=== block 1 ===
Fig. 1: block 1, gate families picked out
(3 px per um)
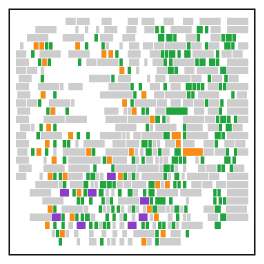

<file path="src/rtl/mem_bus_arbiter.sv">
// mem_bus_arbiter: CPU-priority memory port arbiter with starvation-bounded and locked-burst debug access
module mem_bus_arbiter #(
    parameter int AW       = 8,
    parameter int DW       = 16,
    parameter int MAX_WAIT = 4
) (
    input  logic          clk,
    input  logic          rst_n,
    input  logic          cpu_req_in,
    input  logic          cpu_wen_in,
    input  logic [AW-1:0] cpu_addr_in,
    input  logic [DW-1:0] cpu_data_in,
    output logic [DW-1:0] cpu_data_out,
    output logic          cpu_stall_out,
    input  logic          dbg_valid_in,
    output logic          dbg_ready_out,
    input  logic          dbg_lock_in,
    input  logic          dbg_wen_in,
    input  logic [AW-1:0] dbg_addr_in,
    input  logic [DW-1:0] dbg_data_in,
    output logic          dbg_rvalid_out,
    output logic [DW-1:0] dbg_data_out,
    output logic [AW-1:0] mem_addr_out,
    output logic [DW-1:0] mem_data_out,
    output logic          mem_wen_out,
    input  logic [DW-1:0] mem_data_in,
    output logic [15:0]   stall_cnt_out
);
    localparam int WW = $clog2(MAX_WAIT + 1);
    localparam logic [WW-1:0] WAIT_MAX = WW'(MAX_WAIT);

    typedef enum logic {ARB_CPU, ARB_LOCK} state_t;

    state_t        state, state_d;
    logic [WW-1:0] wait_cnt;
    logic          starve, xfer;

    assign cpu_data_out = mem_data_in;

    // State register
    always_ff @(posedge clk) state <= !rst_n ? ARB_CPU : state_d;

    // Next state: a locked transfer opens a burst, dropping the lock closes it
    always_comb begin
        state_d = (state == ARB_CPU) ? ((xfer && dbg_lock_in) ? ARB_LOCK : ARB_CPU)
                                     : (dbg_lock_in ? ARB_LOCK : ARB_CPU);
    end

    // Grant, stall and memory mux; reset holds the port idle
    always_comb begin
        starve        = wait_cnt == WAIT_MAX;
        dbg_ready_out = rst_n && (state == ARB_LOCK || !cpu_req_in || starve || dbg_lock_in);
        xfer          = dbg_valid_in && dbg_ready_out;
        cpu_stall_out = rst_n && cpu_req_in && (state == ARB_LOCK || xfer);
        mem_addr_out  = xfer ? dbg_addr_in : cpu_addr_in;
        mem_data_out  = xfer ? dbg_data_in : cpu_data_in;
        mem_wen_out   = !rst_n ? 1'b1 : xfer ? dbg_wen_in : cpu_req_in ? cpu_wen_in : 1'b1;
    end

    // Consecutive refusals of a pending debug request while the CPU has priority
    always_ff @(posedge clk) begin
        if (!rst_n || xfer || !dbg_valid_in || (state == ARB_LOCK && !dbg_lock_in))
            wait_cnt <= '0;
        else if (state == ARB_CPU && !dbg_ready_out && !starve)
            wait_cnt <= wait_cnt + WW'(1);
    end

    // Debug read capture and saturating stall counter
    always_ff @(posedge clk) begin
        if (!rst_n) begin
            dbg_rvalid_out <= 1'b0;
            dbg_data_out   <= '0;
            stall_cnt_out  <= '0;
        end else begin
            dbg_rvalid_out <= xfer && dbg_wen_in;
            if (xfer && dbg_wen_in)
                dbg_data_out <= mem_data_in;
            if (cpu_stall_out && stall_cnt_out != 16'hFFFF)
                stall_cnt_out <= stall_cnt_out + 16'd1;
        end
    end
endmodule
</file>
<file path="config.mk">
export PLATFORM = sky130hd
export DESIGN_NAME = mem_bus_arbiter
export DESIGN_NICKNAME = d
export VERILOG_FILES = /design/src/rtl/mem_bus_arbiter.sv
export SDC_FILE = /design/constraint.sdc
export NUM_CORES = 1
export LEC_CHECK = 0
export ABC_AREA = 1
export CORE_MARGIN = 1.5
export CORE_UTILIZATION = 36
export CTS_CLUSTER_SIZE = 24
export DETAILED_ROUTE_END_ITERATION = 16
export GPL_ROUTABILITY_DRIVEN = 0
export HOLD_SLACK_MARGIN = 0.03
export MAX_ROUTING_LAYER = met4
export PLACE_DENSITY = 0.81
export RECOVER_POWER = 50
export SLEW_MARGIN = 20
export SYNTH_ARGS = -nofsm -noshare
export SYNTH_HDL_FRONTEND = slang
export SYNTH_SLANG_ARGS = --single-unit
</file>
<file path="constraint.sdc">
create_clock -name clk -period 2.35 [get_ports clk]
set_clock_uncertainty 0.1 [all_clocks]
set_input_delay 0.3525 -clock clk [delete_from_list [all_inputs] [get_ports clk]]
set_output_delay 0.3525 -clock clk [all_outputs]
set_load 0.1 [all_outputs]
</file>
=== block 2 ===
**config.mk**
```make
export PLATFORM = sky130hd
export DESIGN_NAME = serial_cmd_frame_decoder
export DESIGN_NICKNAME = d
export VERILOG_FILES = /design/src/rtl/serial_cmd_frame_decoder.sv
export SDC_FILE = /design/constraint.sdc
export NUM_CORES = 1
export LEC_CHECK = 0
export ABC_AREA = 1
export CAP_MARGIN = 10
export CORE_MARGIN = 2
export CORE_UTILIZATION = 43
export DETAILED_ROUTE_END_ITERATION = 7
export PLACE_DENSITY = 0.67
export SLEW_MARGIN = 30
export SYNTH_ARGS = -nofsm -noshare
export SYNTH_HDL_FRONTEND = slang
export SYNTH_SLANG_ARGS = --single-unit
```
**constraint.sdc**
```tcl
create_clock -name clk -period 2.95 [get_ports clk]
set_clock_uncertainty 0.1 [all_clocks]
set_input_delay 0.4425 -clock clk [delete_from_list [all_inputs] [get_ports clk]]
set_output_delay 0.4425 -clock clk [all_outputs]
set_load 0.02 [all_outputs]
```
**src/rtl/serial_cmd_frame_decoder.sv**
```systemverilog
// Pops SOF SOF SPACE LEN PAYLOAD[LEN] [CSUM] EOF EOF frames from the RX FIFO and reports result/error to the executor.
// SERIAL_CMD_CHECKSUM_EN inserts an XOR checksum byte (LEN ^ payload bytes) between payload and EOF1.
module serial_cmd_frame_decoder #(
  parameter int unsigned MAX_PAYLOAD_BYTES = 8,
  parameter logic [7:0]  SOF_BYTE          = 8'hFF,
  parameter logic [7:0]  SPACE_BYTE        = 8'h00,
  parameter logic [7:0]  EOF_BYTE          = 8'hEE,
  parameter int unsigned EMPTY_TIMEOUT     = 1024
) (
  input  logic                           clk,
  input  logic                           rst,
  input  logic                           cmd_ready,
  input  logic [7:0]                     data,
  input  logic                           fifo_empty,
  input  logic                           cmd_processed_received,
  output logic                           cmd_read_clk,
  output logic                           cmd_processed,
  output logic                           cmd_decode_success,
  output logic [2:0]                     cmd_error_code,
  output logic [7:0]                     cmd_bytes_processed,
  output logic [7:0]                     cmd_payload_len,
  output logic [8*MAX_PAYLOAD_BYTES-1:0] cmd_payload
);

  localparam int unsigned TW       = $clog2(EMPTY_TIMEOUT + 1);
  localparam logic [TW-1:0] TMO_LAST = TW'(EMPTY_TIMEOUT - 1);
  localparam logic [7:0]  MAX_LEN  = 8'(MAX_PAYLOAD_BYTES);

  localparam logic [2:0] ERR_SOF   = 3'd1;
  localparam logic [2:0] ERR_SPACE = 3'd2;
  localparam logic [2:0] ERR_LEN   = 3'd3;
  localparam logic [2:0] ERR_EOF   = 3'd4;
  localparam logic [2:0] ERR_TMO   = 3'd6;

  typedef enum logic [3:0] {
    ST_IDLE,
    ST_SOF1,
    ST_SOF2,
    ST_SPACE,
    ST_LEN,
    ST_PAYLOAD,
`ifdef SERIAL_CMD_CHECKSUM_EN
    ST_CSUM,
`endif
    ST_EOF1,
    ST_EOF2,
    ST_DRAIN,
    ST_DONE
  } state_t;

`ifdef SERIAL_CMD_CHECKSUM_EN
  localparam state_t ST_POST_PAY = ST_CSUM;
  localparam logic [2:0] ERR_CSUM = 3'd5;
`else
  localparam state_t ST_POST_PAY = ST_EOF1;
`endif

  state_t                         state_q, state_d;
  logic                           wait_q, wait_d;
  logic                           read_q, read_d;
  logic                           succ_q, succ_d;
  logic [2:0]                     err_q, err_d;
  logic [7:0]                     cnt_q, cnt_d;
  logic [7:0]                     len_q, len_d;
  logic [7:0]                     idx_q, idx_d;
  logic [TW-1:0]                  tmo_q, tmo_d;
  logic [8*MAX_PAYLOAD_BYTES-1:0] payload_q, payload_d;
`ifdef SERIAL_CMD_CHECKSUM_EN
  logic [7:0]                     csum_q, csum_d;
`endif

  always_comb begin
    state_d   = state_q;
    wait_d    = wait_q;
    read_d    = 1'b0;
    succ_d    = succ_q;
    err_d     = err_q;
    cnt_d     = cnt_q;
    len_d     = len_q;
    idx_d     = idx_q;
    tmo_d     = tmo_q;
    payload_d = payload_q;
`ifdef SERIAL_CMD_CHECKSUM_EN
    csum_d    = csum_q;
`endif
    case (state_q)
      ST_IDLE: begin
        if (cmd_ready) begin
          state_d   = ST_SOF1;
          wait_d    = 1'b0;
          succ_d    = 1'b0;
          err_d     = 3'd0;
          cnt_d     = 8'd0;
          len_d     = 8'd0;
          idx_d     = 8'd0;
          tmo_d     = '0;
          payload_d = '0;
`ifdef SERIAL_CMD_CHECKSUM_EN
          csum_d    = 8'd0;
`endif
        end
      end
      ST_DONE: begin
        if (cmd_processed_received) state_d = ST_IDLE;
      end
      default: begin
        if (wait_q) begin
          wait_d = 1'b0;
        end else if (fifo_empty) begin
          // Drain ends on the first empty FETCH; other states count towards the timeout.
          if (state_q == ST_DRAIN) begin
            state_d = ST_DONE;
          end else if (tmo_q == TMO_LAST) begin
            err_d   = ERR_TMO;
            state_d = ST_DONE;
          end else begin
            tmo_d = tmo_q + TW'(1);
          end
        end else begin
          read_d = 1'b1;
          wait_d = 1'b1;
          tmo_d  = '0;
          cnt_d  = (cnt_q == 8'hFF) ? cnt_q : cnt_q + 8'd1;
          case (state_q)
            ST_SOF1: begin
              if (data == SOF_BYTE) state_d = ST_SOF2;
              else begin err_d = ERR_SOF; state_d = ST_DRAIN; end
            end
            ST_SOF2: begin
              if (data == SOF_BYTE) state_d = ST_SPACE;
              else begin err_d = ERR_SOF; state_d = ST_DRAIN; end
            end
            ST_SPACE: begin
              if (data == SPACE_BYTE) state_d = ST_LEN;
              else begin err_d = ERR_SPACE; state_d = ST_DRAIN; end
            end
            ST_LEN: begin
              len_d = data;
`ifdef SERIAL_CMD_CHECKSUM_EN
              csum_d = data;
`endif
              if (data > MAX_LEN) begin
                err_d   = ERR_LEN;
                state_d = ST_DRAIN;
              end else if (data == 8'd0) begin
                state_d = ST_POST_PAY;
              end else begin
                state_d = ST_PAYLOAD;
              end
            end
            ST_PAYLOAD: begin
              for (int i = 0; i < int'(MAX_PAYLOAD_BYTES); i++) begin
                if (idx_q == 8'(i)) payload_d[8*i +: 8] = data;
              end
`ifdef SERIAL_CMD_CHECKSUM_EN
              csum_d = csum_q ^ data;
`endif
              idx_d = idx_q + 8'd1;
              if (idx_q + 8'd1 == len_q) state_d = ST_POST_PAY;
            end
`ifdef SERIAL_CMD_CHECKSUM_EN
            ST_CSUM: begin
              if (data == csum_q) state_d = ST_EOF1;
              else begin err_d = ERR_CSUM; state_d = ST_DRAIN; end
            end
`endif
            ST_EOF1: begin
              if (data == EOF_BYTE) state_d = ST_EOF2;
              else begin err_d = ERR_EOF; state_d = ST_DRAIN; end
            end
            ST_EOF2: begin
              // A good frame reports immediately; the pop pulse overlaps the first DONE cycle.
              if (data == EOF_BYTE) begin
                succ_d  = 1'b1;
                wait_d  = 1'b0;
                state_d = ST_DONE;
              end else begin
                err_d   = ERR_EOF;
                state_d = ST_DRAIN;
              end
            end
            default: ;
          endcase
        end
      end
    endcase
  end

  always_ff @(posedge clk) begin
    if (!rst) begin
      state_q   <= ST_IDLE;
      wait_q    <= 1'b0;
      read_q    <= 1'b0;
      succ_q    <= 1'b0;
      err_q     <= 3'd0;
      cnt_q     <= 8'd0;
      len_q     <= 8'd0;
      idx_q     <= 8'd0;
      tmo_q     <= '0;
      payload_q <= '0;
`ifdef SERIAL_CMD_CHECKSUM_EN
      csum_q    <= 8'd0;
`endif
    end else begin
      state_q   <= state_d;
      wait_q    <= wait_d;
      read_q    <= read_d;
      succ_q    <= succ_d;
      err_q     <= err_d;
      cnt_q     <= cnt_d;
      len_q     <= len_d;
      idx_q     <= idx_d;
      tmo_q     <= tmo_d;
      payload_q <= payload_d;
`ifdef SERIAL_CMD_CHECKSUM_EN
      csum_q    <= csum_d;
`endif
    end
  end

  assign cmd_read_clk        = read_q;
  assign cmd_processed       = (state_q == ST_DONE);
  assign cmd_decode_success  = succ_q;
  assign cmd_error_code      = err_q;
  assign cmd_bytes_processed = cnt_q;
  assign cmd_payload_len     = len_q;
  assign cmd_payload         = payload_q;

endmodule
```

==> layout pictures side by side <==
Signal wires by layer.
(a)
(2 px per um)
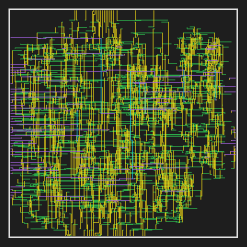
(b)
(3 px per um)
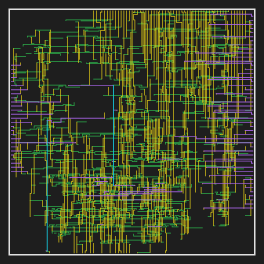
The one with the most wire is (a).
The one with the largest die is (a).
(b) comes from block 1.
(a) comes from block 2.

Fig. 2: block 1, clock routing
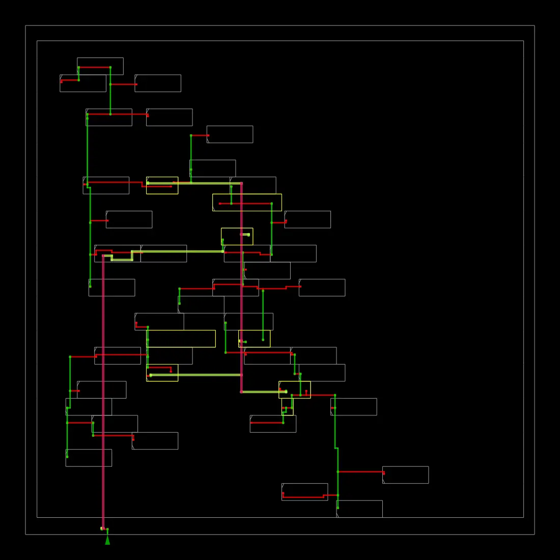
CTS Buf Count: 5
Flops: 37
Layout clock buffers: 5
CTS Sinks: 37

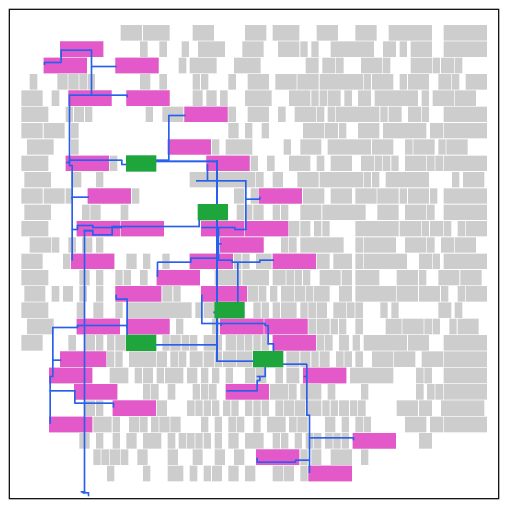
Fig. 3. Clock distribution (block 1).
(6 px per um)
[flip-flops] magenta | count: 37
[clock wires] blue | length: 448 um
[cells driving clock nets] green | count: 5
routed clock nets: 6
clock-net power: 0.645 mW
clock network fraction of design power: 0.286
Skew-Pair Late Insertion Delay: 0.29 ns

About Fig. 1:
| family | color | cells | most used |
|---|---|---|---|
| NAND gates | green | 193 | nand2_1 |
| XOR/XNOR gates | purple | 8 | xnor2_1 |
| inverting AOI/OAI gates | orange | 38 | a21oi_1 |

==> run summary, block 1 <==
Status - complete, no violations
Power per cell area - 562 nW/um2
Min-Delay Path Class - register to register
Worst Hold Path EP - dbg_data_out[6]
Met2 GRT Util - 0.409
NetSw - 0.865 mW
Seq share, synth - 0.335
Buffers, non-clock - 156
Most frequent logic cell in the layout - nand2_1
M1 WL - 2.92 mm
CP endpoint kind - primary output
Die X - 81.3 um
Main logic family - simple AND/OR/NAND/NOR gates
Worst hold path depth - 2
Antenna violation net count after detailed routing - 0
Yosys warning tally - 0
WP buf/inv - 4
Worst Setup Path Type - register to primary output
Logic share of the area - 0.314
Leading area contributor after synthesis - dfxtp_1
Postcts setup bufs - 0
Number of cells in Yosys stat - 361
Worst EP arrival - 1.81 ns
Crit-path max cell delay - 0.34 ns
Well Taps - 75
Met3 routed WL - 719 um
Metal2 WL - 4.08 mm
Worst r2r src - wait_cnt[0]
DP Cell Count - 563
Clock Path Buffers - 2
Area delta synth->final - 81.6%
FF/Latch Area - 744 um2
==> block 1: synth_stat cells, drive strengths merged <==
| master | number |
|---|---|
| nand4 | 5 |
| nor2 | 25 |
| ha | 3 |
| nand3 | 11 |
| dfxtp | 37 |
| or2 | 1 |
| o21ai | 4 |
| o21bai | 1 |
| clkbuf | 7 |
| a21oi | 33 |
| buf | 20 |
| inv | 26 |
| xor2 | 1 |
| nand2 | 177 |
| xnor2 | 7 |
| nor3 | 3 |
==> block 1: power groups by stage <==
| stage | Clock [mW] | Combinational, mW | Sequential [mW] |
|---|---|---|---|
| after global placement | 0 | 0.998 | 0.663 |
| after floorplan | 0 | 0.527 | 0.742 |
| final | 0.645 | 0.959 | 0.649 |
| after CTS | 0.658 | 1.01 | 0.649 |
| after detailed placement | 0 | 1.00 | 0.664 |
| after global routing | 0.690 | 0.990 | 0.650 |
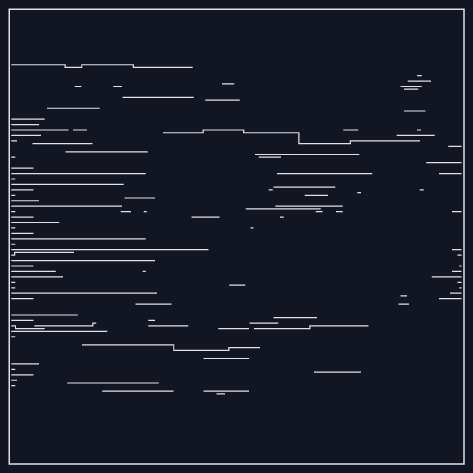
Fig. 4. Metal 3 (block 2).
(4 px per um)
longest straight run: 49.0 um
nets with wire on the layer: 96
share of all routed wire: 7.4%

==> run summary, block 2 <==
Status - complete, no violations
GRT Overall Usage - 0.231
Synth top cell by count - nor2_1
Comb pwr - 4.41 mW
Mi-comb count - 526
Crit Path Max Fanout - 6
H-tree depth - 3
Worst r2r src - idx_q[0]
Startpoint Class - register
Synth flops - 109
Stage-log warning count - 29
Post-Layout Cell Count - 983
Main flop type - dfxtp_1
Number of nets in the layout - 854
Seq group - 2.33 mW
Seq share, synth - 0.425
Vias - 5136
Max Transition Viols Final - 0
Worst slew pin tran - 0.740 ns
Placed cell area - 6230 um2
Max Fclk - 360 MHz
CP required - 2.41 ns
Mapped Cells - 740
Final Hold Viols - 0
Largest net degree at the start of global routing - 66
NetSw - 3.74 mW
First-pass GRT wire length - 23.8 mm
Hold buffers post-CTS - 0
Min-Delay Path Class - primary input to register
Worst setup path startpoint - state_q[0]
R2R setup slack - 0.66 ns
CP endpoint kind - primary output
Area delta synth->final - 27.9%
Drc violations - 0
Mapped cell area - 5140 um2
Critical path depth in cells - 5
Vias in the first global route - 4909
Logic share of the area - 0.383
Final worst setup slack - 0.169 ns
CTS Sinks - 109
Antenna violation net count after detailed routing - 0
Max Cap Viol - 0
DR vias/cell - 5.22
Worst Setup Path Type - register to primary output
Ant diodes - 0
block 2: cells by family (layout without fill, tap and decap cells):
kind of cell	count (synthesis)	count (layout)	share of synthesized area
and+or+nand+nor	352	352	0.287
buffers and inverters	105	205	0.0857
AOI/OAI and AO/OA	163	163	0.179
xor gates and xnor gates	5	5	0.00853
DFF	109	109	0.425
adders and majority gates	6	6	0.0146
block 2: cells in the final DEF, fill, tap and decap left out, drive strengths merged, types with 11 or more instances in the layout:
cell type	instances
o21ai	82
dfxtp	109
inv	81
nand3	47
a21oi	54
buf	11
nand2	119
a211oi	14
clkdlybuf4s50	97
nor2	160
block 2: routing by layer:
metal / up-vias / GRT usage / routed length, um
met5: - / 0 / 0
met2: 160 / 0.379 / 6770
met4: 0 / 0.0610 / 161
met1: 2359 / 0.289 / 6400
li1: 2601 / - / -
met3: 16 / 0.0814 / 1070
block 2: sequential cells by signal, indices dropped and copies added, names as in the netlist:
register	flops
cmd_error_code	3
cmd_read_clk	1
cmd_decode_success	1
tmo_q	11
wait_q	1
cmd_payload_len	8
cmd_payload	64
cmd_bytes_processed	8
idx_q	8
state_q	4

Power figures rest on the tool's default switching activity, not on a simulated workload.
